# design 1

==> src/rtl/display_pkg.sv <==
// Shared constants, state type and blanking helper for the multiplexed
// 7-segment display scan controller and its prescaler.
package display_pkg;

    localparam logic [3:0] BCD_BLANK = 4'hF;

    typedef enum logic {
        GUARD = 1'b0,
        SHOW  = 1'b1
    } scan_state_t;

    // Shadow is zero-extended to eight digits, so "idx and every digit above it
    // are zero" reduces to a shift; digit 0 is never treated as a leading zero.
    function automatic logic is_lead_zero(input logic [31:0] shadow, input logic [2:0] idx);
        logic [31:0] upper;
        upper = shadow >> {idx, 2'b00};
        return (idx != 3'd0) && (upper == 32'd0);
    endfunction

endpackage

==> src/rtl/scan_prescaler.sv <==
// Free-running 0..SCAN_DIV-1 counter marking the first and last cycle of each
// slot; also serves as a generic timebase divider.
module scan_prescaler #(
    parameter int SCAN_DIV = 50000
) (
    input  logic clk_i,
    input  logic reset_i,
    output logic slot_start_o,
    output logic slot_end_o
);
    localparam int            CW   = (SCAN_DIV > 2) ? $clog2(SCAN_DIV) : 1;
    localparam logic [CW-1:0] LAST = CW'(SCAN_DIV - 1);

    logic [CW-1:0] count_q;
    logic [CW-1:0] count_d;

    // Next count: wrap to zero on the last cycle of the slot.
    always_comb begin
        if (count_q == LAST) begin
            count_d = {CW{1'b0}};
        end else begin
            count_d = count_q + CW'(1);
        end
    end

    // Count register.
    always_ff @(posedge clk_i) begin
        if (reset_i) begin
            count_q <= {CW{1'b0}};
        end else begin
            count_q <= count_d;
        end
    end

    assign slot_start_o = (count_q == {CW{1'b0}});
    assign slot_end_o   = (count_q == LAST);

endmodule

==> src/rtl/display_scan_ctrl.sv <==
// Time-multiplexed scan of N_DIGITS BCD digits onto one shared decoder with
// a blank guard cycle per slot, leading-zero blanking and a frame marker.
module display_scan_ctrl
    import display_pkg::*;
#(
    parameter int N_DIGITS = 4,
    parameter int SCAN_DIV = 50000
) (
    input  logic                  clk,
    input  logic                  reset,
    input  logic [4*N_DIGITS-1:0] bcd_in,
    input  logic                  load,
    input  logic                  blank_lz,
    input  logic                  blank_all,
    output logic [3:0]            bcd_out,
    output logic [N_DIGITS-1:0]   dig_n,
    output logic                  frame_start
);
    localparam int                  IW       = $clog2(N_DIGITS);
    localparam logic [IW-1:0]       IDX_LAST = IW'(N_DIGITS - 1);
    localparam logic [N_DIGITS-1:0] DIG_OFF  = {N_DIGITS{1'b1}};
    localparam logic [N_DIGITS-1:0] DIG_ONE  = N_DIGITS'(1);

    logic                  slot_start_s;
    logic                  slot_end_s;
    logic [4*N_DIGITS-1:0] shadow_q;
    logic [4*N_DIGITS-1:0] shadow_d;
    logic [IW-1:0]         idx_q;
    logic [IW-1:0]         idx_d;
    logic [3:0]            digit_s;
    logic [3:0]            code_d;
    scan_state_t           state_q;
    logic [3:0]            bcd_out_q;
    logic [N_DIGITS-1:0]   dig_n_q;
    logic                  frame_start_q;

    scan_prescaler #(
        .SCAN_DIV(SCAN_DIV)
    ) u_prescaler (
        .clk_i       (clk),
        .reset_i     (reset),
        .slot_start_o(slot_start_s),
        .slot_end_o  (slot_end_s)
    );

    // Shadow capture and digit index advance at each slot end.
    always_comb begin
        if (load) begin
            shadow_d = bcd_in;
        end else begin
            shadow_d = shadow_q;
        end
        if (slot_end_s) begin
            if (idx_q == IDX_LAST) begin
                idx_d = {IW{1'b0}};
            end else begin
                idx_d = idx_q + IW'(1);
            end
        end else begin
            idx_d = idx_q;
        end
    end

    // Code for the upcoming slot, in blanking priority order.
    always_comb begin
        digit_s = shadow_q[4*idx_q +: 4];
        if (blank_all) begin
            code_d = BCD_BLANK;
        end else if (digit_s > 4'd9) begin
            code_d = BCD_BLANK;
        end else if (blank_lz && is_lead_zero(32'(shadow_q), 3'(idx_q))) begin
            code_d = BCD_BLANK;
        end else begin
            code_d = digit_s;
        end
    end

    // Shadow register and digit index.
    always_ff @(posedge clk) begin
        if (reset) begin
            shadow_q <= {(4*N_DIGITS){1'b0}};
            idx_q    <= {IW{1'b0}};
        end else begin
            shadow_q <= shadow_d;
            idx_q    <= idx_d;
        end
    end

    // Scan FSM with registered outputs; the code is latched only in GUARD so
    // a slot already being shown is never torn by load or blank changes.
    always_ff @(posedge clk) begin
        if (reset) begin
            state_q       <= GUARD;
            bcd_out_q     <= BCD_BLANK;
            dig_n_q       <= DIG_OFF;
            frame_start_q <= 1'b0;
        end else begin
            case (state_q)
                GUARD: begin
                    dig_n_q       <= DIG_OFF;
                    bcd_out_q     <= code_d;
                    frame_start_q <= slot_start_s && (idx_q == {IW{1'b0}});
                    state_q       <= SHOW;
                end
                SHOW: begin
                    dig_n_q       <= ~(DIG_ONE << idx_q);
                    frame_start_q <= 1'b0;
                    state_q       <= slot_end_s ? GUARD : SHOW;
                end
                default: begin
                    dig_n_q       <= DIG_OFF;
                    bcd_out_q     <= BCD_BLANK;
                    frame_start_q <= 1'b0;
                    state_q       <= GUARD;
                end
            endcase
        end
    end

    assign bcd_out     = bcd_out_q;
    assign dig_n       = dig_n_q;
    assign frame_start = frame_start_q;

endmodule

==> config.mk <==
export PLATFORM = sky130hd
export DESIGN_NAME = display_scan_ctrl
export DESIGN_NICKNAME = d
export VERILOG_FILES = /design/src/rtl/display_pkg.sv /design/src/rtl/scan_prescaler.sv /design/src/rtl/display_scan_ctrl.sv
export SDC_FILE = /design/constraint.sdc
export NUM_CORES = 1
export LEC_CHECK = 0
export CELL_PAD_IN_SITES_DETAIL_PLACEMENT = 0
export CELL_PAD_IN_SITES_GLOBAL_PLACEMENT = 2
export CORE_MARGIN = 10
export CORE_UTILIZATION = 33
export CTS_CLUSTER_DIAMETER = 150
export DETAILED_ROUTE_END_ITERATION = 16
export PLACE_DENSITY_LB_ADDON = 0.08
export SLEW_MARGIN = 20
export SYNTH_ARGS = -nofsm -noshare
export SYNTH_HDL_FRONTEND = slang
export SYNTH_SLANG_ARGS = --single-unit
==> constraint.sdc <==
create_clock -name clk -period 2.15 [get_ports clk]
set_input_delay 0.645 -clock clk [delete_from_list [all_inputs] [get_ports clk]]
set_output_delay 0.645 -clock clk [all_outputs]
set_load 0.1 [all_outputs]
# design 2

===== src/rtl/seq_alu_pkg.sv =====
// seq_alu_pkg: shared types for the sequential ALU.
//   op_e    - 3-bit operation code carried on the request bus
//   state_e - top-level control states
//   OP_W    - width of the operation code field
package seq_alu_pkg;

    localparam int unsigned OP_W = 3;

    typedef enum logic [OP_W-1:0] {
        OpAnd   = 3'd0,
        OpOr    = 3'd1,
        OpXor   = 3'd2,
        OpAdd   = 3'd3,
        OpSub   = 3'd4,
        OpMul   = 3'd5,
        OpDiv   = 3'd6,
        OpPassA = 3'd7
    } op_e;

    typedef enum logic [1:0] {
        StIdle,
        StBusy,
        StDone
    } state_e;

endpackage


===== src/rtl/seq_alu_if.sv =====
// seq_alu_if: request/response bus of the sequential ALU.
//   Request : in_valid, in_ready, op, a, b
//   Response: out_valid, out_ready, result, flag_zero, flag_carry, flag_ovf, flag_dbz
//   master - the requester/consumer side; slave - the ALU side.
interface seq_alu_if
    import seq_alu_pkg::*;
#(
    parameter int unsigned WIDTH = 8
) ();

    logic                 in_valid;
    logic                 in_ready;
    logic [OP_W-1:0]      op;
    logic [WIDTH-1:0]     a;
    logic [WIDTH-1:0]     b;
    logic                 out_valid;
    logic                 out_ready;
    logic [2*WIDTH-1:0]   result;
    logic                 flag_zero;
    logic                 flag_carry;
    logic                 flag_ovf;
    logic                 flag_dbz;

    modport master (
        output in_valid, op, a, b, out_ready,
        input  in_ready, out_valid, result, flag_zero, flag_carry, flag_ovf, flag_dbz
    );

    modport slave (
        input  in_valid, op, a, b, out_ready,
        output in_ready, out_valid, result, flag_zero, flag_carry, flag_ovf, flag_dbz
    );

endinterface


===== src/rtl/seq_alu_iter.sv =====
// seq_alu_iter: iterative unsigned multiply / restoring divide, one bit per cycle.
//   clk, rst   - clock, asynchronous active-high reset
//   start_i    - load operands and begin (is_div_i selects divide)
//   a_i, b_i   - operands (multiplier/dividend in a_i, multiplicand/divisor in b_i)
//   done_o     - high during the last iteration cycle; result_o is valid then
//   result_o   - product, or {remainder, quotient}
// hi_q/lo_q form one 2*WIDTH shift register for both operations; the final
// word leaves on the same cycle the last iteration is computed.
module seq_alu_iter #(
    parameter int unsigned WIDTH = 8,
    parameter int unsigned CNT_W = $clog2(WIDTH + 1)
) (
    input  logic               clk,
    input  logic               rst,
    input  logic               start_i,
    input  logic               is_div_i,
    input  logic [WIDTH-1:0]   a_i,
    input  logic [WIDTH-1:0]   b_i,
    output logic               done_o,
    output logic [2*WIDTH-1:0] result_o
);

    logic             busy_q, busy_d;
    logic             is_div_q, is_div_d;
    logic [CNT_W-1:0] cnt_q, cnt_d;
    logic [WIDTH-1:0] hi_q, hi_d;
    logic [WIDTH-1:0] lo_q, lo_d;
    logic [WIDTH-1:0] b_q, b_d;

    logic [WIDTH:0]   mul_sum;
    logic [WIDTH:0]   div_shift;
    logic             div_fits;

    always_comb begin
        busy_d   = busy_q;
        is_div_d = is_div_q;
        cnt_d    = cnt_q;
        hi_d     = hi_q;
        lo_d     = lo_q;
        b_d      = b_q;

        // Multiply: add multiplicand into the high half when the multiplier LSB is set,
        // then shift the whole {carry, hi, lo} right by one.
        mul_sum   = {1'b0, hi_q} + (lo_q[0] ? {1'b0, b_q} : '0);
        // Divide: shift the next dividend bit into the partial remainder and trial-subtract.
        div_shift = {hi_q, lo_q[WIDTH-1]};
        div_fits  = div_shift >= {1'b0, b_q};

        if (start_i) begin
            busy_d   = 1'b1;
            is_div_d = is_div_i;
            cnt_d    = CNT_W'(WIDTH);
            hi_d     = '0;
            lo_d     = a_i;
            b_d      = b_i;
        end else if (busy_q) begin
            cnt_d = cnt_q - CNT_W'(1);
            if (cnt_q == CNT_W'(1)) begin
                busy_d = 1'b0;
            end
            if (is_div_q) begin
                // Remainder stays below b, so the low WIDTH bits of the difference suffice.
                hi_d = div_fits ? (div_shift[WIDTH-1:0] - b_q) : div_shift[WIDTH-1:0];
                lo_d = {lo_q[WIDTH-2:0], div_fits};
            end else begin
                hi_d = mul_sum[WIDTH:1];
                lo_d = {mul_sum[0], lo_q[WIDTH-1:1]};
            end
        end
    end

    always_ff @(posedge clk or posedge rst) begin
        if (rst) begin
            busy_q   <= 1'b0;
            is_div_q <= 1'b0;
            cnt_q    <= '0;
            hi_q     <= '0;
            lo_q     <= '0;
            b_q      <= '0;
        end else begin
            busy_q   <= busy_d;
            is_div_q <= is_div_d;
            cnt_q    <= cnt_d;
            hi_q     <= hi_d;
            lo_q     <= lo_d;
            b_q      <= b_d;
        end
    end

    assign done_o   = busy_q && (cnt_q == CNT_W'(1));
    assign result_o = {hi_d, lo_d};

endmodule


===== src/rtl/seq_alu.sv =====
// seq_alu: handshaked ALU with single-cycle logic/add/sub and iterative mul/div.
//   clk  - system clock
//   rst  - asynchronous active-high reset
//   bus  - seq_alu_if slave: request (in_valid/in_ready/op/a/b) and
//          response (out_valid/out_ready/result/flags)
// The result and flags are written when the FSM enters DONE; out_valid follows
// one edge later, so single-cycle ops answer one edge after the accept edge and
// mul/div answer WIDTH+1 edges after it.
module seq_alu
    import seq_alu_pkg::*;
#(
    parameter int unsigned WIDTH = 8,
    parameter int unsigned CNT_W = $clog2(WIDTH + 1)
) (
    input  logic       clk,
    input  logic       rst,
    seq_alu_if.slave   bus
);

    localparam int unsigned RW = 2 * WIDTH;

    state_e          state_q;
    logic            in_ready_q;
    logic            out_valid_q;
    logic [RW-1:0]   result_q;
    logic            zero_q, carry_q, ovf_q, dbz_q;

    op_e             op;
    logic            accept;
    logic            iter_start;
    logic            iter_done;
    logic [RW-1:0]   iter_result;

    logic [WIDTH:0]  sum;
    logic [WIDTH:0]  diff;
    logic [RW-1:0]   sc_res;
    logic            sc_carry, sc_ovf, sc_dbz;

    assign op         = op_e'(bus.op);
    assign accept     = bus.in_valid && in_ready_q;
    assign iter_start = accept && ((op == OpMul) || ((op == OpDiv) && (bus.b != '0)));

    // Single-cycle datapath; only used when the op does not need the iterator.
    always_comb begin
        sc_res   = '0;
        sc_carry = 1'b0;
        sc_ovf   = 1'b0;
        sc_dbz   = 1'b0;
        sum      = {1'b0, bus.a} + {1'b0, bus.b};
        diff     = {1'b0, bus.a} - {1'b0, bus.b};
        case (op)
            OpAnd:   sc_res[WIDTH-1:0] = bus.a & bus.b;
            OpOr:    sc_res[WIDTH-1:0] = bus.a | bus.b;
            OpXor:   sc_res[WIDTH-1:0] = bus.a ^ bus.b;
            OpAdd: begin
                sc_res[WIDTH-1:0] = sum[WIDTH-1:0];
                sc_carry          = sum[WIDTH];
                sc_ovf            = (bus.a[WIDTH-1] == bus.b[WIDTH-1]) &&
                                    (sum[WIDTH-1] != bus.a[WIDTH-1]);
            end
            OpSub: begin
                sc_res[WIDTH-1:0] = diff[WIDTH-1:0];
                sc_carry          = diff[WIDTH];  // borrow, i.e. a < b
                sc_ovf            = (bus.a[WIDTH-1] != bus.b[WIDTH-1]) &&
                                    (diff[WIDTH-1] != bus.a[WIDTH-1]);
            end
            OpDiv: begin
                // Only reached with b == 0: quotient saturates, remainder is a.
                sc_res = {bus.a, {WIDTH{1'b1}}};
                sc_dbz = 1'b1;
            end
            OpPassA: sc_res[WIDTH-1:0] = bus.a;
            default: sc_res = '0;
        endcase
    end

    seq_alu_iter #(
        .WIDTH (WIDTH),
        .CNT_W (CNT_W)
    ) u_iter (
        .clk      (clk),
        .rst      (rst),
        .start_i  (iter_start),
        .is_div_i (op == OpDiv),
        .a_i      (bus.a),
        .b_i      (bus.b),
        .done_o   (iter_done),
        .result_o (iter_result)
    );

    always_ff @(posedge clk or posedge rst) begin
        if (rst) begin
            state_q     <= StIdle;
            in_ready_q  <= 1'b0;
            out_valid_q <= 1'b0;
            result_q    <= '0;
            zero_q      <= 1'b0;
            carry_q     <= 1'b0;
            ovf_q       <= 1'b0;
            dbz_q       <= 1'b0;
        end else begin
            case (state_q)
                StIdle: begin
                    in_ready_q <= 1'b1;
                    if (accept) begin
                        in_ready_q <= 1'b0;
                        if (iter_start) begin
                            state_q <= StBusy;
                        end else begin
                            result_q <= sc_res;
                            zero_q   <= (sc_res == '0);
                            carry_q  <= sc_carry;
                            ovf_q    <= sc_ovf;
                            dbz_q    <= sc_dbz;
                            state_q  <= StDone;
                        end
                    end
                end
                StBusy: begin
                    if (iter_done) begin
                        result_q <= iter_result;
                        zero_q   <= (iter_result == '0);
                        carry_q  <= 1'b0;
                        ovf_q    <= 1'b0;
                        dbz_q    <= 1'b0;
                        state_q  <= StDone;
                    end
                end
                StDone: begin
                    if (!out_valid_q) begin
                        out_valid_q <= 1'b1;
                    end else if (bus.out_ready) begin
                        out_valid_q <= 1'b0;
                        in_ready_q  <= 1'b1;
                        state_q     <= StIdle;
                    end
                end
                default: state_q <= StIdle;
            endcase
        end
    end

    assign bus.in_ready   = in_ready_q;
    assign bus.out_valid  = out_valid_q;
    assign bus.result     = result_q;
    assign bus.flag_zero  = zero_q;
    assign bus.flag_carry = carry_q;
    assign bus.flag_ovf   = ovf_q;
    assign bus.flag_dbz   = dbz_q;

endmodule

===== src/flat_wrapper.sv =====
// flat-port wrapper written by rule: the top's interface ports become plain ports
module seq_alu_flat import seq_alu_pkg::*;
#(
    parameter int unsigned WIDTH = 8,
    parameter int unsigned CNT_W = $clog2(WIDTH + 1)
)
  (clk, rst, bus_in_valid, bus_op, bus_a, bus_b, bus_out_ready, bus_in_ready, bus_out_valid, bus_result, bus_flag_zero, bus_flag_carry, bus_flag_ovf, bus_flag_dbz);
  seq_alu_if #(.WIDTH(WIDTH)) bus_i ();
  input  logic clk;
  input  logic rst;
  input wire logic [$bits(bus_i.in_valid)-1:0] bus_in_valid;
  input wire logic [$bits(bus_i.op)-1:0] bus_op;
  input wire logic [$bits(bus_i.a)-1:0] bus_a;
  input wire logic [$bits(bus_i.b)-1:0] bus_b;
  input wire logic [$bits(bus_i.out_ready)-1:0] bus_out_ready;
  output wire logic [$bits(bus_i.in_ready)-1:0] bus_in_ready;
  output wire logic [$bits(bus_i.out_valid)-1:0] bus_out_valid;
  output wire logic [$bits(bus_i.result)-1:0] bus_result;
  output wire logic [$bits(bus_i.flag_zero)-1:0] bus_flag_zero;
  output wire logic [$bits(bus_i.flag_carry)-1:0] bus_flag_carry;
  output wire logic [$bits(bus_i.flag_ovf)-1:0] bus_flag_ovf;
  output wire logic [$bits(bus_i.flag_dbz)-1:0] bus_flag_dbz;
  assign bus_i.in_valid = bus_in_valid;
  assign bus_i.op = bus_op;
  assign bus_i.a = bus_a;
  assign bus_i.b = bus_b;
  assign bus_i.out_ready = bus_out_ready;
  assign bus_in_ready = bus_i.in_ready;
  assign bus_out_valid = bus_i.out_valid;
  assign bus_result = bus_i.result;
  assign bus_flag_zero = bus_i.flag_zero;
  assign bus_flag_carry = bus_i.flag_carry;
  assign bus_flag_ovf = bus_i.flag_ovf;
  assign bus_flag_dbz = bus_i.flag_dbz;
  seq_alu #(.WIDTH(WIDTH), .CNT_W(CNT_W)) u_core (.clk(clk), .rst(rst), .bus(bus_i));
endmodule

===== config.mk =====
export PLATFORM = sky130hd
export DESIGN_NAME = seq_alu_flat
export DESIGN_NICKNAME = d
export VERILOG_FILES = /design/src/rtl/seq_alu_pkg.sv /design/src/rtl/seq_alu_if.sv /design/src/rtl/seq_alu_iter.sv /design/src/rtl/seq_alu.sv /design/src/flat_wrapper.sv
export SDC_FILE = /design/constraint.sdc
export NUM_CORES = 1
export LEC_CHECK = 0
export ABC_AREA = 0
export CORE_UTILIZATION = 25
export DETAILED_ROUTE_END_ITERATION = 7
export PLACE_DENSITY_LB_ADDON = 0.08
export RECOVER_POWER = 50
export SETUP_SLACK_MARGIN = 0.05
export SLEW_MARGIN = 30
export SYNTH_ARGS = -nofsm -noshare
export SYNTH_HDL_FRONTEND = slang
export SYNTH_SLANG_ARGS = --single-unit

===== constraint.sdc =====
create_clock -name clk -period 8.1 [get_ports clk]
set_input_delay 0.81 -clock clk [delete_from_list [all_inputs] [get_ports clk]]
set_output_delay 0.81 -clock clk [all_outputs]
set_load 0.005 [all_outputs]

# design 3

`src/rtl/seq_divider.sv`:
```
// Unsigned restoring divider: 2N-bit dividend / N-bit divisor -> 2N-bit quotient, N-bit remainder.
// One quotient bit per clock, MSB first. The start/done handshake matches the Booth multiplier's.
module seq_divider #(
  parameter int N = 32
) (
  input  logic           clk,
  input  logic           n_reset,
  input  logic           start,
  input  logic [2*N-1:0] dividend,
  input  logic [N-1:0]   divisor,
  output logic [2*N-1:0] quotient,
  output logic [N-1:0]   remainder,
  output logic           done,
  output logic           busy,
  output logic           div_by_zero
);

  localparam int CW = $clog2(2*N) + 1;
  localparam logic [CW-1:0] LAST_CNT = CW'(2*N - 1);
  localparam logic [CW-1:0] CNT_ONE  = CW'(1);

  typedef enum logic [0:0] {
    S_IDLE = 1'b0,
    S_BUSY = 1'b1
  } state_t;

  state_t         r_state;
  state_t         w_state_nxt;
  logic [N-1:0]   r_p;
  logic [N-1:0]   w_p_nxt;
  logic [2*N-1:0] r_q;
  logic [2*N-1:0] w_q_nxt;
  logic [N-1:0]   r_d;
  logic [N-1:0]   w_d_nxt;
  logic [CW-1:0]  r_cnt;
  logic [CW-1:0]  w_cnt_nxt;

  logic [2*N-1:0] r_quotient;
  logic [2*N-1:0] w_quotient_nxt;
  logic [N-1:0]   r_remainder;
  logic [N-1:0]   w_remainder_nxt;
  logic           r_done;
  logic           w_done_nxt;
  logic           r_busy;
  logic           r_dbz;
  logic           w_dbz_nxt;

  logic [N:0]     w_p_sh;
  logic [2*N-1:0] w_q_sh;
  logic [N:0]     w_t;
  logic [N-1:0]   w_p_step;
  logic [2*N-1:0] w_q_step;

  // One restoring step: shift {P,Q} left, trial-subtract the divisor, keep the result if non-negative.
  // P stays below the divisor, so it fits in N bits; only the shifted value needs the extra bit.
  always_comb begin
    w_p_sh = {r_p, r_q[2*N-1]};
    w_q_sh = {r_q[2*N-2:0], 1'b0};
    w_t    = w_p_sh - {1'b0, r_d};
    if (w_t[N] == 1'b0) begin
      w_p_step = w_t[N-1:0];
      w_q_step = {w_q_sh[2*N-1:1], 1'b1};
    end else begin
      w_p_step = w_p_sh[N-1:0];
      w_q_step = w_q_sh;
    end
  end

  // Next-state and next-datapath decode.
  always_comb begin
    w_state_nxt     = r_state;
    w_p_nxt         = r_p;
    w_q_nxt         = r_q;
    w_d_nxt         = r_d;
    w_cnt_nxt       = r_cnt;
    w_quotient_nxt  = r_quotient;
    w_remainder_nxt = r_remainder;
    w_dbz_nxt       = r_dbz;
    w_done_nxt      = 1'b0;
    case (r_state)
      S_IDLE: begin
        if (start) begin
          if (divisor != {N{1'b0}}) begin
            w_p_nxt     = {N{1'b0}};
            w_q_nxt     = dividend;
            w_d_nxt     = divisor;
            w_cnt_nxt   = {CW{1'b0}};
            w_state_nxt = S_BUSY;
          end else begin
            w_quotient_nxt  = {(2*N){1'b1}};
            w_remainder_nxt = dividend[N-1:0];
            w_dbz_nxt       = 1'b1;
            w_done_nxt      = 1'b1;
          end
        end else begin
          w_state_nxt = S_IDLE;
        end
      end
      S_BUSY: begin
        w_p_nxt = w_p_step;
        w_q_nxt = w_q_step;
        if (r_cnt == LAST_CNT) begin
          w_quotient_nxt  = w_q_step;
          w_remainder_nxt = w_p_step;
          w_dbz_nxt       = 1'b0;
          w_done_nxt      = 1'b1;
          w_cnt_nxt       = {CW{1'b0}};
          w_state_nxt     = S_IDLE;
        end else begin
          w_cnt_nxt = r_cnt + CNT_ONE;
        end
      end
      default: begin
        w_state_nxt = S_IDLE;
      end
    endcase
  end

  // State register.
  always_ff @(posedge clk or negedge n_reset) begin
    if (!n_reset) begin
      r_state <= S_IDLE;
    end else begin
      r_state <= w_state_nxt;
    end
  end

  // Working registers and registered outputs; busy mirrors the next state so it is high exactly in BUSY.
  always_ff @(posedge clk or negedge n_reset) begin
    if (!n_reset) begin
      r_p         <= {N{1'b0}};
      r_q         <= {(2*N){1'b0}};
      r_d         <= {N{1'b0}};
      r_cnt       <= {CW{1'b0}};
      r_quotient  <= {(2*N){1'b0}};
      r_remainder <= {N{1'b0}};
      r_done      <= 1'b0;
      r_busy      <= 1'b0;
      r_dbz       <= 1'b0;
    end else begin
      r_p         <= w_p_nxt;
      r_q         <= w_q_nxt;
      r_d         <= w_d_nxt;
      r_cnt       <= w_cnt_nxt;
      r_quotient  <= w_quotient_nxt;
      r_remainder <= w_remainder_nxt;
      r_done      <= w_done_nxt;
      r_busy      <= (w_state_nxt == S_BUSY);
      r_dbz       <= w_dbz_nxt;
    end
  end

  assign quotient    = r_quotient;
  assign remainder   = r_remainder;
  assign done        = r_done;
  assign busy        = r_busy;
  assign div_by_zero = r_dbz;

endmodule

```
`config.mk`:
```
export PLATFORM = sky130hd
export DESIGN_NAME = seq_divider
export DESIGN_NICKNAME = d
export VERILOG_FILES = /design/src/rtl/seq_divider.sv
export SDC_FILE = /design/constraint.sdc
export NUM_CORES = 1
export LEC_CHECK = 0
export CORE_MARGIN = 5
export CORE_UTILIZATION = 54
export DETAILED_ROUTE_END_ITERATION = 10
export GPL_TIMING_DRIVEN = 0
export PLACE_DENSITY = 0.93
export SYNTH_ARGS = -nofsm -noshare
export SYNTH_HDL_FRONTEND = slang
export SYNTH_SLANG_ARGS = --single-unit
```
`constraint.sdc`:
```
create_clock -name clk -period 4.1 [get_ports clk]
set_input_delay 0.82 -clock clk [delete_from_list [all_inputs] [get_ports clk]]
set_output_delay 0.82 -clock clk [all_outputs]
set_load 0.03 [all_outputs]
```
# design 4

<file path="config.mk">
export PLATFORM = sky130hd
export DESIGN_NAME = fetch_unit
export DESIGN_NICKNAME = d
export VERILOG_FILES = /design/src/rtl/fetch_unit_pkg.sv /design/src/rtl/fetch_queue.sv /design/src/rtl/fetch_unit.sv
export SDC_FILE = /design/constraint.sdc
export NUM_CORES = 1
export LEC_CHECK = 0
export ABC_AREA = 1
export CORE_ASPECT_RATIO = 0.9
export CORE_MARGIN = 2
export CORE_UTILIZATION = 50
export DETAILED_ROUTE_END_ITERATION = 16
export MAX_ROUTING_LAYER = met4
export PLACE_DENSITY_LB_ADDON = 0.05
export SETUP_SLACK_MARGIN = 0.4
export SYNTH_ARGS = -nofsm -noshare
export SYNTH_HDL_FRONTEND = slang
export SYNTH_SLANG_ARGS = --single-unit
</file>
<file path="constraint.sdc">
create_clock -name clock -period 4.3 [get_ports clock]
set_input_delay 1.075 -clock clock [delete_from_list [all_inputs] [get_ports clock]]
set_output_delay 1.075 -clock clock [all_outputs]
set_load 0.05 [all_outputs]
</file>
<file path="src/rtl/fetch_unit_pkg.sv">
// Shared fetch definitions: ISA constants, fetch states, queue entry.
package fetch_unit_pkg;
    localparam int XLEN = 32;
    localparam logic [XLEN-1:0] INSTR_HALT = 32'h0000_0000;
    localparam logic [XLEN-1:0] INSTR_NOP = 32'h0000_0013;
    localparam logic [XLEN-1:0] RESET_PC_DEF = 32'h0000_0000;

    typedef enum logic {
        FS_RUN  = 1'b0,
        FS_HALT = 1'b1
    } fetch_state_t;

    typedef struct packed {
        logic [XLEN-1:0] pc;
        logic [XLEN-1:0] instr;
    } fq_entry_t;
endpackage

</file>
<file path="src/rtl/fetch_queue.sv">
// First-word-fall-through fetch queue holding {pc,instr} entries.
module fetch_queue
    import fetch_unit_pkg::*;
#(
    parameter int DEPTH = 4
) (
    input  logic                     clock,
    input  logic                     reset,
    input  logic                     flush,
    input  logic                     push,
    input  logic                     pop,
    input  fq_entry_t                din,
    output fq_entry_t                dout,
    output logic [$clog2(DEPTH):0]   count
);
    localparam int AW = $clog2(DEPTH);
    localparam int CW = AW + 1;

    logic [AW-1:0] rd_ptr;
    logic [AW-1:0] wr_ptr;
    logic          pop_ok;
    fq_entry_t     mem [DEPTH];

    assign pop_ok = pop & (count != '0);
    assign dout = (count != '0) ? mem[rd_ptr] : '0;

    always_ff @(posedge clock or posedge reset) begin
        if (reset) begin
            rd_ptr <= '0;
            wr_ptr <= '0;
            count  <= '0;
        end else if (flush) begin
            rd_ptr <= '0;
            wr_ptr <= '0;
            count  <= '0;
        end else begin
            if (push)
                wr_ptr <= wr_ptr + 1'b1;
            if (pop_ok)
                rd_ptr <= rd_ptr + 1'b1;
            count <= count + CW'(push) - CW'(pop_ok);
        end
    end

    // Storage needs no reset: count gates what is visible.
    always_ff @(posedge clock) begin
        if (push && !flush)
            mem[wr_ptr] <= din;
    end
endmodule

</file>
<file path="src/rtl/fetch_unit.sv">
// Fetch PC, run/halt control and redirect handling in front of the
// fetch queue feeding decode.
module fetch_unit
    import fetch_unit_pkg::*;
#(
    parameter logic [XLEN-1:0] RESET_PC = RESET_PC_DEF,
    parameter int              FQ_DEPTH = 4
) (
    input  logic                       clock,
    input  logic                       reset,
    output logic [XLEN-1:0]            imem_addr,
    input  logic [XLEN-1:0]            imem_instr,
    input  logic                       redirect_valid,
    input  logic [XLEN-1:0]            redirect_pc,
    output logic                       out_valid,
    input  logic                       out_ready,
    output logic [XLEN-1:0]            out_pc,
    output logic [XLEN-1:0]            out_instr,
    output logic [$clog2(FQ_DEPTH):0]  fq_count,
    output logic                       halted
);
    localparam int CW = $clog2(FQ_DEPTH) + 1;
    localparam logic [CW-1:0] FULL = CW'(FQ_DEPTH);

    fetch_state_t    state;
    fetch_state_t    state_nxt;
    logic [XLEN-1:0] fetch_pc;
    logic            push;
    logic            pop;
    fq_entry_t       head;

    assign imem_addr = fetch_pc;
    assign out_valid = fq_count != '0;
    assign pop       = out_valid & out_ready;
    // A pop frees the slot this cycle, so a full queue still accepts.
    assign push      = (state == FS_RUN) & ~redirect_valid
                     & ((fq_count != FULL) | pop);
    assign halted    = state == FS_HALT;
    assign out_pc    = head.pc;
    assign out_instr = head.instr;

    always_ff @(posedge clock or posedge reset) begin
        if (reset)
            state <= FS_RUN;
        else
            state <= state_nxt;
    end

    always_comb begin
        state_nxt = state;
        if (redirect_valid)
            state_nxt = FS_RUN;
        else if (push && imem_instr == INSTR_HALT)
            state_nxt = FS_HALT;
    end

    always_ff @(posedge clock or posedge reset) begin
        if (reset)
            fetch_pc <= RESET_PC;
        else if (redirect_valid)
            fetch_pc <= {redirect_pc[XLEN-1:2], 2'b00};
        else if (push)
            fetch_pc <= fetch_pc + 32'd4;
    end

    fetch_queue #(
        .DEPTH(FQ_DEPTH)
    ) u_fq (
        .clock (clock),
        .reset (reset),
        .flush (redirect_valid),
        .push  (push),
        .pop   (pop),
        .din   ('{pc: fetch_pc, instr: imem_instr}),
        .dout  (head),
        .count (fq_count)
    );
endmodule

</file>
design_3/wire_density.png
Bar = 50 um. 31 x 31 tiles, from white (low) to dark blue (high), scaled to the fullest tile. Values are wire area over tile area, all layers added.
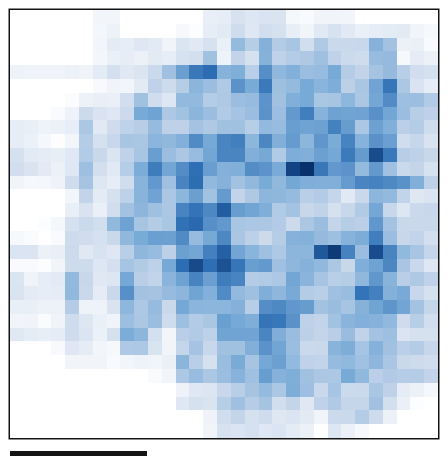
The emptiest ninth of the die: south-west. The fullest tile reaches 0.90. The densest ninth of the die: center.
DR vias: 10815
gr usage total: 28.9%
drt wl/cell: 20.3 um
final wirelength: 35800 um

==> CHANGELOG.md, design 3 <==
### Physical design

* Status: finished, final reports clean
* Highest clock rate at 259 MHz
* Fraction of layout cells with a size suffix above 1 at approximately 6.6%
* Unrepaired setup endpoints after global routing: false
* WP data arrival at around 4300 ps
* I/O Pins at around 200
* Leak pwr at 5.88 nW
* Flops out of synthesis at 234
* Fill cells at between 1000 and 1500
* Worst Setup SP: divisor[0]
* Clock power share at a little under half
* DR vias/cell at around 6.1
* Combinational share of cell area at 35.1%
* Synth Cell Area at approximately 0.011 sq mm
* Synth Seq Share at between 50 and 60%
* Chip footprint at 0.0243 sq mm
* Seq. pwr at around 2.3 mW
* Share of power burned in registers at 47.5%
* # diodes at 1
* FF-to-FF Start: r_q[63]$_DFFE_PN0P_
* MUX area fraction at under 10%
* Clock root buffer: clkbuf_16
* Design Area, Final at between 0.01 and 0.015 sq mm
* Area of the multi-input gates at ~0.0051 sq mm
* Main flop type: dfrtp_1
* Worst-case reg-to-reg path depth at 14
* Total Power at a little under 5 mW
* Max Buffers Root-to-Sink at 3
* Wire length on met3 at ~3600 um
* Clk pwr at roughly 2.3 mW
* CTS tree: done
* Most frequent CP cell: clkbuf_1
* Worst rel slew slack at 35.4%
* Top Usage Layer GRT: met2
* Tap cells at about 280
* Signal buffers at ~280
* AND/OR/NAND/NOR Cells, Area Fraction at between 10% and 20%
* GR met2 Demand/Resource at between 40% and 50%
* Tool warning count at 32
* Ys cells at 1251
* Clk slew on worst S/H paths at 70 ps
* H-tree depth at 1
* Cell family with most CP delay: buffers and inverters
* Comb power at approximately 230 uW
* WL met2 at ~17000 um
* Switching power at roughly 1.1 mW
* Top cell category: registers
* Top cells by area: dfrtp_1 51%, nand2_1 6.5%, a21oi_1 5.4%, nor2_1 5.0%, a31oi_1 3.8%
* Die width at ~160 um
* Slowest-stage cell, CP: clkbuf_1
* Crit share post-route at about 94%
* Compound-Gate Fraction of Synth Area at about 17%
* Setup Skew at ~19 ps
* Top Layout Cells: 234 x dfrtp_1, 200 x nand2_1, 196 x clkdlybuf4s50_1
* Syn_nets at 1384
* Ys async rst share at 100%
* Max-cap violation count at 0
* Worst skew pair latency at 520 ps
* Type of origin of the critical path: primary input
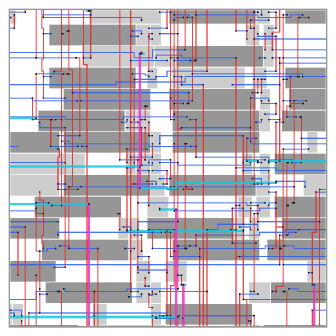
design_4/zoom.png
Window x 65 to 105, y 57 to 97 um. Cells in gray, sequential cells in the stronger gray; small squares are vias.
Blue shows met1. Magenta shows met4. Cyan shows met3. Red shows met2.
Sequential cells in the window: 27. Netlist names of flops here include u_fq.mem (24), imem_addr (3). Most frequent: edfxtp_1 (24), nor2_1 (18), o21ai_0 (9). 71 logic cells have their middle in the window.

==> CHANGELOG.md, design 4 <==
### Physical design

* Status: finished, final reports clean
* Tap cells at around 300
* Vias in the first global route at approximately 8500
* Total Power at approximately 11 mW
* Max Buffers Root-to-Sink at 3
* Int Power at 6.24 mW
* Met3 Use GR at under 10%
* AND/OR/NAND/NOR Cells, Area Fraction at between 10% and 20%
* Switching power at 4.33 mW
* Clock buffer count at 36
* FF-to-FF End: u_fq.count[2]$_DFF_PP0_
* Max FFs per register at 248
* Top Usage Layer GRT: met2
* Grt total ovfl at 0
* H-tree depth at 1
* Post-cts resize count at 6
* Fill cells at 1951
* Highest clock rate at between 200 and 300 MHz
* First-pass GRT wire length at about 47000 um
* Die height at about 150 um
* DR vias/cell at between 5 and 6
* Largest net degree at the start of global routing at between 100 and 150
* Logic pwr share at between 40 and 50%
* DP Area at roughly 0.014 sq mm
* Wire length on met3 at 1780 um
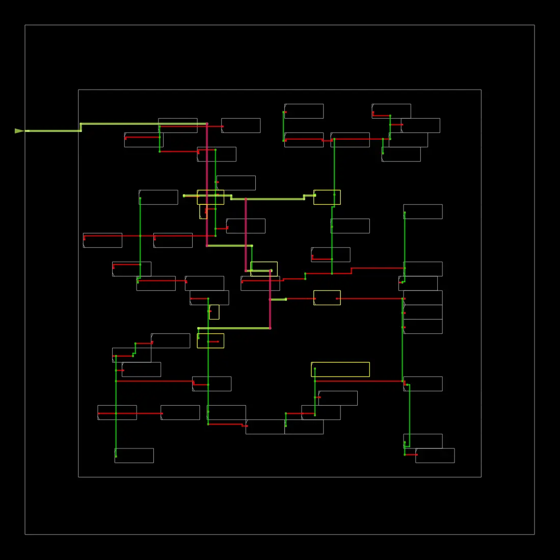
design_1/final_clocks.png
Setup Skew: 9.23 ps
clk sinks: 44
Num CTS Buffers: 5

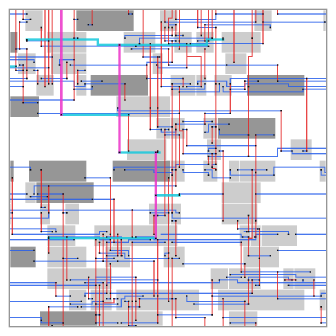
design_1/zoom.png
Window x 28 to 68, y 28 to 68 um. Cells in gray, sequential cells in the stronger gray; small squares are vias.
Red shows met2. Cyan shows met3. Blue shows met1. Magenta shows met4.
67 logic cells have their middle in the window. Sequential cells in the window: 9. Most frequent: dfxtp_1 (9), nor2_1 (6). Netlist names of flops here include shadow_q (3), u_prescaler.count_q (3), idx_q (2).

==> CHANGELOG.md, design 1 <==
### Physical design

* Status: finished, final reports clean
* Top Usage Layer GRT: met2
* WP buf/inv at 0
* Worst min-delay path startpoint: u_prescaler.count_q[0]$_SDFF_PP0_
* GR met1 Demand/Resource at ~14%
* Syn Inst Count at 203
* Syn_nets at approximately 230
* Top cell category: combinational gates
* Vias in the first global route at 1469
* Gr usage total at between 10% and 20%
* CTS Hold Bufs at 0
* Avg Cell Area, Syn at approximately 9.5 sq um
* Post-DP HPWL at between 3000 and 4000 um
* CP max FO at 15
* Worst setup margin at approximately 120 ps
* I/O Pins at 30
* Clock power share at 36.9%
* Total Power at 1.69 mW
* Die width at between 90 and 100 um
* Yosys synthesis chip area at around 0.0019 sq mm
* Fill cells at a little under 600
* Main flop type: dfxtp_1
* Utilization after layout at 43.0%
* CTS tree: done
* Final wirelength at between 4000 and 5000 um
* FF-to-FF End: u_prescaler.count_q[12]$_SDFF_PP0_
* CP Class: reg2reg
* Finished Layout Cells at a little over 300
* Clk slew on worst S/H paths at about 80 ps
* Ys cells at 203
* Grt total ovfl at 0
* Type of origin of the critical path: register
* Met3 Use GR at approximately 3.7%
* Seq. pwr at 872 uW
* Top cell excl fill/tap: dfxtp_1
* Yosys warning total at 0
* Ys async rst share at 0%
* Leading cell type by number of instances after synthesis: dfxtp_1
* Final min period at 2030 ps
* Design Area, Final at around 0.0024 sq mm
* Worst skew pair latency at 300 ps
* # DRC at 0
* Top cells by area: dfxtp_1 46%, mux2i_1 8.3%, nor2_1 8.1%, xnor2_1 5.9%, mux4_2 4.7%
* Worst path max stage delay at roughly 570 ps
* Metal-1 WL at about 2300 um
* Adder share at under 10%
* Setup TNS at 0 ps
* Area growth, synth to finish at 24.6%
* Signal buffers at 34
* Switching power at 412 uW
* Flop count at approximately 44
* Dominant combinational family: simple AND/OR/NAND/NOR gates
* First-pass GRT wire length at approximately 7600 um
* Clk pwr at ~620 uW
* WL met2 at between 1500 and 2000 um
* GR met2 Demand/Resource at 14.6%
* Final Max Slew Viols at 0
* Worst hold path class: reg2reg
* Flip-flops with a built-in enable at 0
* DP Area at roughly 0.0023 sq mm
* Placed Cells at roughly 300
* Internal reg-to-reg setup slack at between 100 and 150 ps
* Flops out of synthesis at 44
* NonClk Buf Share at 13.2%
* Slowest-stage cell, CP: or4_4
* H-tree depth at 2
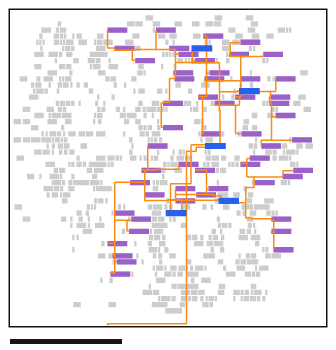
design_2/clock_map.png
Bar = 50 um.
Blue shows cells driving clock nets, count 5. Orange shows clock wires, length 865 um. Purple shows flip-flops, count 54.
There are 6 routed clock nets.

==> CHANGELOG.md, design 2 <==
### Physical design

* Crit share post-route at about half
* WL met2 at a little under 8000 um
* FF-to-FF End: u_core.bus.flag_zero$_DFFE_PP0P_
* Tool warning count at around 45
* Yosys warning total at 0
* Worst hold path class: reg2reg
* Cell taking the most area after synthesis: dfrtp_1
* Least-Margin Pin Slew at 3000 ps
* Slowest-stage cell, CP: clkdlybuf4s50_1
* Status: finished, violations left
* Vias in the first global route at approximately 4300
* Cell family with most CP delay: buffers and inverters
* Post-cts resize count at 0
* Hold Path Depth at 2
* Switching power share of the total at 47.1%
* Port Buffers at about 44
* Combinational share of cell area at about 56%
* Syn Inst Count at between 500 and 600
* DRT antenna net count at 0
* Drt wl/cell at around 19 um
* Final min period at roughly 4200 ps
* Max FFs per register at 16
* Clk slew on worst S/H paths at 70 ps
* MUX area fraction at 5.92%
* GR met1 Demand/Resource at between 20% and 30%
* Finished Layout Cells at roughly 860
* Yosys synthesis chip area at a little under 0.005 sq mm
* CTS tree: done
* VDD IR max at about 110 uV
* Initial antenna violation count at 0
* Final Max Slew Viols at 55
* Worst skew pair latency at 300 ps
* Max-cap violation count at 1
* Clock power share at approximately 11%
* CP Class: in2reg
* Failing checks: max-capacitance violations, max-slew violations
* Area growth, synth to finish at 17.2%
* Setup Skew at 4.27 ps
* Top pwr grp: combinational logic
* Flops out of synthesis at around 54

# design 5

design_5/clock_map.png
Bar = 20 um.
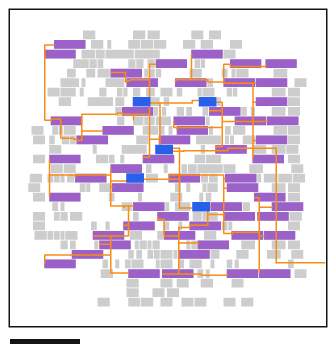
design_5/met3.png
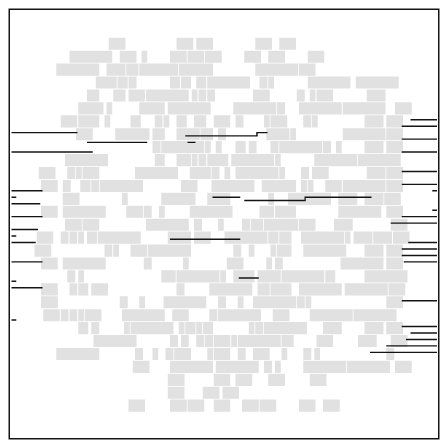
design_5/final_clocks.png
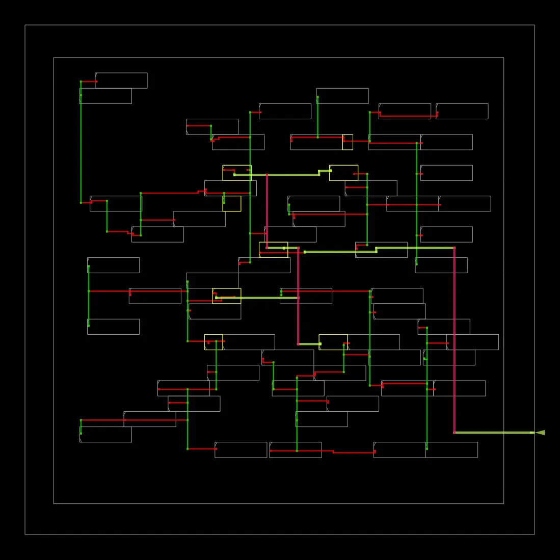
## config.mk

```make
export PLATFORM = sky130hd
export DESIGN_NAME = sumador_multinibble
export DESIGN_NICKNAME = d
export VERILOG_FILES = /design/src/rtl/sumador_pkg.sv /design/src/rtl/full_adder_4bit.sv /design/src/rtl/sumador_multinibble.sv
export SDC_FILE = /design/constraint.sdc
export NUM_CORES = 1
export LEC_CHECK = 0
export CAP_MARGIN = 20
export CELL_PAD_IN_SITES_DETAIL_PLACEMENT = 0
export CELL_PAD_IN_SITES_GLOBAL_PLACEMENT = 1
export CORE_MARGIN = 5
export CORE_UTILIZATION = 42
export DETAILED_ROUTE_END_ITERATION = 7
export PLACE_DENSITY = 0.92
export REMOVE_ABC_BUFFERS = 1
export SLEW_MARGIN = 25
export SYNTH_ARGS = -nofsm -noshare
export SYNTH_HDL_FRONTEND = slang
export SYNTH_SLANG_ARGS = --single-unit
```

## constraint.sdc

```tcl
create_clock -name i_clk -period 2.4 [get_ports i_clk]
set_input_delay 0.48 -clock i_clk [delete_from_list [all_inputs] [get_ports i_clk]]
set_output_delay 0.48 -clock i_clk [all_outputs]
set_load 0.02 [all_outputs]
```

## src/rtl/sumador_pkg.sv

```systemverilog
// Purpose: shared types and sizing helpers for the multi-nibble adder slice.
// Latency: n/a (declarations only).
// Backpressure: n/a (declarations only).
package sumador_pkg;

    // Width of one adder slice; the wide operands are walked in steps of this size
    localparam int BITS_NIBBLE = 4;

    // Sequencer states: idle/accepting, nibble-serial add, result hand-off
    typedef enum logic [1:0] {
        REPOSO  = 2'd0,
        SUMANDO = 2'd1,
        ENTREGA = 2'd2
    } estado_t;

    // Operand width in bits for a given nibble count
    function automatic int ancho_operando(input int n_nibbles);
        return n_nibbles * BITS_NIBBLE;
    endfunction

endpackage

```

## src/rtl/full_adder_4bit.sv

```systemverilog
// Purpose: combinational 4-bit adder with carry-in/carry-out, one nibble slice.
// Latency: 0 cycles (pure combinational).
// Backpressure: none; the caller sequences operands into it.
module full_adder_4bit
    import sumador_pkg::*;
(
    input  logic [BITS_NIBBLE-1:0] i_a,
    input  logic [BITS_NIBBLE-1:0] i_b,
    input  logic                   i_acarreo,
    output logic [BITS_NIBBLE-1:0] o_suma,
    output logic                   o_acarreo
);

    // One bit wider than a nibble so the carry-out falls out of the addition
    logic [BITS_NIBBLE:0] w_total;

    assign w_total   = {1'b0, i_a} + {1'b0, i_b} + {{BITS_NIBBLE{1'b0}}, i_acarreo};
    assign o_suma    = w_total[BITS_NIBBLE-1:0];
    assign o_acarreo = w_total[BITS_NIBBLE];

endmodule

```

## src/rtl/sumador_multinibble.sv

```systemverilog
// Purpose: nibble-serial wide adder (A+B+cin mod 2^W) around one full_adder_4bit; optional
//          signed-overflow output o_desborde when SUMADOR_MULTINIBBLE_DESBORDE_EN is defined.
// Latency: N_NIBBLES edges from acceptance to o_valido; minimum N_NIBBLES+2 cycles per addition.
// Backpressure: o_listo only in REPOSO; result held stable in ENTREGA until i_listo, no bypass.
module sumador_multinibble
    import sumador_pkg::*;
#(
    parameter  int N_NIBBLES = 4,
    localparam int W         = ancho_operando(N_NIBBLES)
)(
    input  logic         i_clk,
    input  logic         i_rst_n,
    input  logic         i_valido,
    output logic         o_listo,
    input  logic [W-1:0] i_operando_a,
    input  logic [W-1:0] i_operando_b,
    input  logic         i_acarreo,
    output logic         o_valido,
    input  logic         i_listo,
    output logic [W-1:0] o_suma,
    output logic         o_acarreo,
    output logic         o_ocupado
`ifdef SUMADOR_MULTINIBBLE_DESBORDE_EN
    ,
    output logic         o_desborde
`endif
);

    // Counter wide enough to hold N_NIBBLES itself
    localparam int            CW     = $clog2(N_NIBBLES + 1);
    localparam logic [CW-1:0] ULTIMO = CW'(N_NIBBLES - 1);
    localparam logic [CW-1:0] UNO    = CW'(1);

    estado_t          r_estado;
    logic [W-1:0]     r_op_a;
    logic [W-1:0]     r_op_b;
    logic [W-1:0]     r_suma;
    logic             r_acarreo;
    logic             r_acarreo_sal;
    logic             r_valido;
    logic [CW-1:0]    r_cuenta;

    logic [BITS_NIBBLE-1:0] w_nib_a;
    logic [BITS_NIBBLE-1:0] w_nib_b;
    logic [BITS_NIBBLE-1:0] w_nib_suma;
    logic                   w_cout;
    logic                   w_ultimo;
    logic [W+BITS_NIBBLE-1:0] w_suma_ext;

`ifdef SUMADOR_MULTINIBBLE_DESBORDE_EN
    logic r_desborde;
    logic w_acarreo_msb;
    logic w_desborde;
`endif

    // The low nibble of each shift register is always the one being added
    assign w_nib_a  = r_op_a[BITS_NIBBLE-1:0];
    assign w_nib_b  = r_op_b[BITS_NIBBLE-1:0];
    assign w_ultimo = (r_cuenta == ULTIMO);

    // New nibble enters at the MSB end; after N_NIBBLES shifts the LSB nibble sits at the bottom.
    // Concatenate-and-drop keeps this valid for N_NIBBLES == 1 where there is no upper slice.
    assign w_suma_ext = {w_nib_suma, r_suma};

`ifdef SUMADOR_MULTINIBBLE_DESBORDE_EN
    // Carry into the top bit recovered from a ^ b ^ sum of that bit; overflow when it differs from carry-out
    assign w_acarreo_msb = w_nib_a[BITS_NIBBLE-1] ^ w_nib_b[BITS_NIBBLE-1] ^ w_nib_suma[BITS_NIBBLE-1];
    assign w_desborde    = w_acarreo_msb ^ w_cout;
`endif

    full_adder_4bit u_full_adder_4bit (
        .i_a       (w_nib_a),
        .i_b       (w_nib_b),
        .i_acarreo (r_acarreo),
        .o_suma    (w_nib_suma),
        .o_acarreo (w_cout)
    );

    // Sequencer: capture operands, walk them nibble by nibble, then hold the result until taken
    always_ff @(posedge i_clk or negedge i_rst_n) begin
        if (!i_rst_n) begin
            r_estado      <= REPOSO;
            r_op_a        <= '0;
            r_op_b        <= '0;
            r_suma        <= '0;
            r_acarreo     <= 1'b0;
            r_acarreo_sal <= 1'b0;
            r_valido      <= 1'b0;
            r_cuenta      <= '0;
`ifdef SUMADOR_MULTINIBBLE_DESBORDE_EN
            r_desborde    <= 1'b0;
`endif
        end else begin
            case (r_estado)
                REPOSO: begin
                    // o_listo is implied by being in this state
                    if (i_valido) begin
                        r_op_a    <= i_operando_a;
                        r_op_b    <= i_operando_b;
                        r_acarreo <= i_acarreo;
                        r_cuenta  <= '0;
                        r_estado  <= SUMANDO;
                    end
                end
                SUMANDO: begin
                    r_suma    <= w_suma_ext[W+BITS_NIBBLE-1:BITS_NIBBLE];
                    r_acarreo <= w_cout;
                    r_op_a    <= r_op_a >> BITS_NIBBLE;
                    r_op_b    <= r_op_b >> BITS_NIBBLE;
                    r_cuenta  <= r_cuenta + UNO;
                    if (w_ultimo) begin
                        r_acarreo_sal <= w_cout;
                        r_valido      <= 1'b1;
                        r_estado      <= ENTREGA;
`ifdef SUMADOR_MULTINIBBLE_DESBORDE_EN
                        r_desborde    <= w_desborde;
`endif
                    end
                end
                ENTREGA: begin
                    // Result and flags stay frozen until the consumer takes them
                    if (r_valido && i_listo) begin
                        r_valido <= 1'b0;
                        r_estado <= REPOSO;
                    end
                end
                default: begin
                    r_estado <= REPOSO;
                    r_valido <= 1'b0;
                end
            endcase
        end
    end

    assign o_listo   = (r_estado == REPOSO);
    assign o_ocupado = (r_estado == SUMANDO) || (r_estado == ENTREGA);
    assign o_valido  = r_valido;
    assign o_suma    = r_suma;
    assign o_acarreo = r_acarreo_sal;
`ifdef SUMADOR_MULTINIBBLE_DESBORDE_EN
    assign o_desborde = r_desborde;
`endif

endmodule

```

==> CHANGELOG.md <==
### Physical design

* Status: finished, final reports clean
* Compound-Gate Fraction of Synth Area at between 10% and 20%
* Final hold violations at 0
* Reg area at between 0.001 and 0.0015 sq mm
* Critical path depth at 3
* Flip-flops with a built-in enable at 0
* Share of power burned in registers at approximately 36%
* Gpl congestion at 0.753
* DR vias/cell at 5.06
* Top pwr grp: combinational logic
* # diodes at 0
* Dominant combinational family: multiplexers
* WP buf/inv at 2
* Worst path max stage delay at roughly 600 ps
* # DRC at 0
* Wire length on met3 at ~290 um
* Clk slew on worst S/H paths at 110 ps
* Utilization after layout at between 50% and 60%
* CTS tree: done
* Top cell category: registers
* Highest clock rate at approximately 470 MHz
* First-pass GRT wire length at between 9000 and 10000 um
* Top cells by area: dfrtp_1 52%, mux2i_1 9.3%, mux2_2 5.9%, o21ai_0 5.4%, nand2_1 5.0%
* Clock buffer count at 5
* Worst-case reg-to-reg path depth at 6
* Yosys warning total at 0
* Syn Inst Count at around 250
* Drt first pass iters at 4
* Worst Setup SP: r_estado[1]$_DFFE_PN0P_
* Dpl ws at ~510 ps
* Post-DP HPWL at between 3000 and 4000 um
* Area leader share at ~52%
* Worst hold path class: in2async
* Switching power share of the total at 39.3%
* Core area at roughly 0.0063 sq mm
* H-tree depth at 2
* Setup-failing EPs final at 0
* Fraction of layout cells with a size suffix above 1 at between 10% and 20%
* Area of the multi-input gates at around 0.0012 sq mm
* CP Class: reg2out
* Flops out of synthesis at 56
* 1st-iter DRT viols at about 110
* Ys async rst share at 100%
* Rows at 29
* Tap cells at approximately 77
* Slowest-stage cell, CP: clkdlybuf4s50_1
* Hold_ws at approximately 170 ps
* Placed Cells at around 370
* Metal-1 WL at approximately 2500 um
* Crit share post-route at around nine tenths
* Comb power at 2.39 mW
* Pre-Place Util at between 40 and 50%
* MUX area fraction at between 10% and 20%
* Logic pwr share at between 50 and 60%
* Avg Cell Area, Syn at 10.9 sq um
* Leading cell type by number of instances after synthesis: dfrtp_1
* Chip footprint at about 0.0081 sq mm
* CTS Hold Bufs at 0
* Unrepaired setup endpoints after global routing: false
* Port Buffers at between 50 and 60
* Critical path endpoint: o_ocupado
* Top Usage Layer GRT: met2
About design_5/clock_map.png:
Orange shows clock wires, length 665 um. Purple shows flip-flops, count 56. Blue shows cells driving clock nets, count 5.
There are 6 routed clock nets.
clk pwr: 530 uW
clock power share: 11.6%
Setup Skew: 7.62 ps

About design_5/met3.png:
The layer holds 5.5% of the routed length. The layer carries 292 um of wire. The wires run mostly horizontal.

About design_5/final_clocks.png:
Num CTS Buffers: 5
flop count: 56
clk sinks: 56



==> notes/layouts.md <==
Pictures saved along the way, in no particular order.

A small window of the routed layout.
picture 1
Window x 25 to 65, y 25 to 65 um. Cells in gray, sequential cells in the stronger gray; small squares are vias.
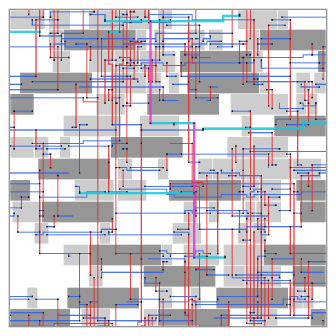
picture 2
Window x 50 to 90, y 50 to 90 um. Cells in gray, sequential cells in the stronger gray; small squares are vias.
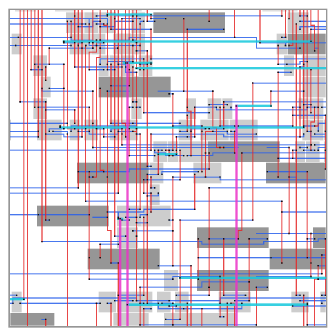
picture 3
Window x 58 to 98, y 58 to 98 um. Cells in gray, sequential cells in the stronger gray; small squares are vias.
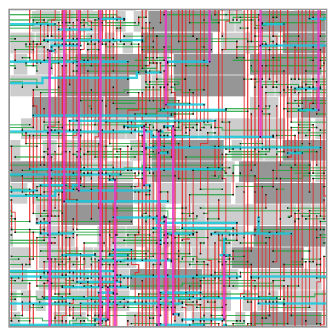
picture 2: design 2
picture 1: design 5
picture 3: design 3

Key to picture 2:
Cyan shows met3. Blue shows met1. Magenta shows met4. Red shows met2.
69 logic cells have their middle in the window. Most frequent: dfrtp_1 (12), a21oi_1 (9). Netlist names of flops here include u_core.u_iter.lo_q (7), u_core.u_iter.hi_q (3). Sequential cells in the window: 12.

Power figures rest on the tool's default switching activity, not on a simulated workload.
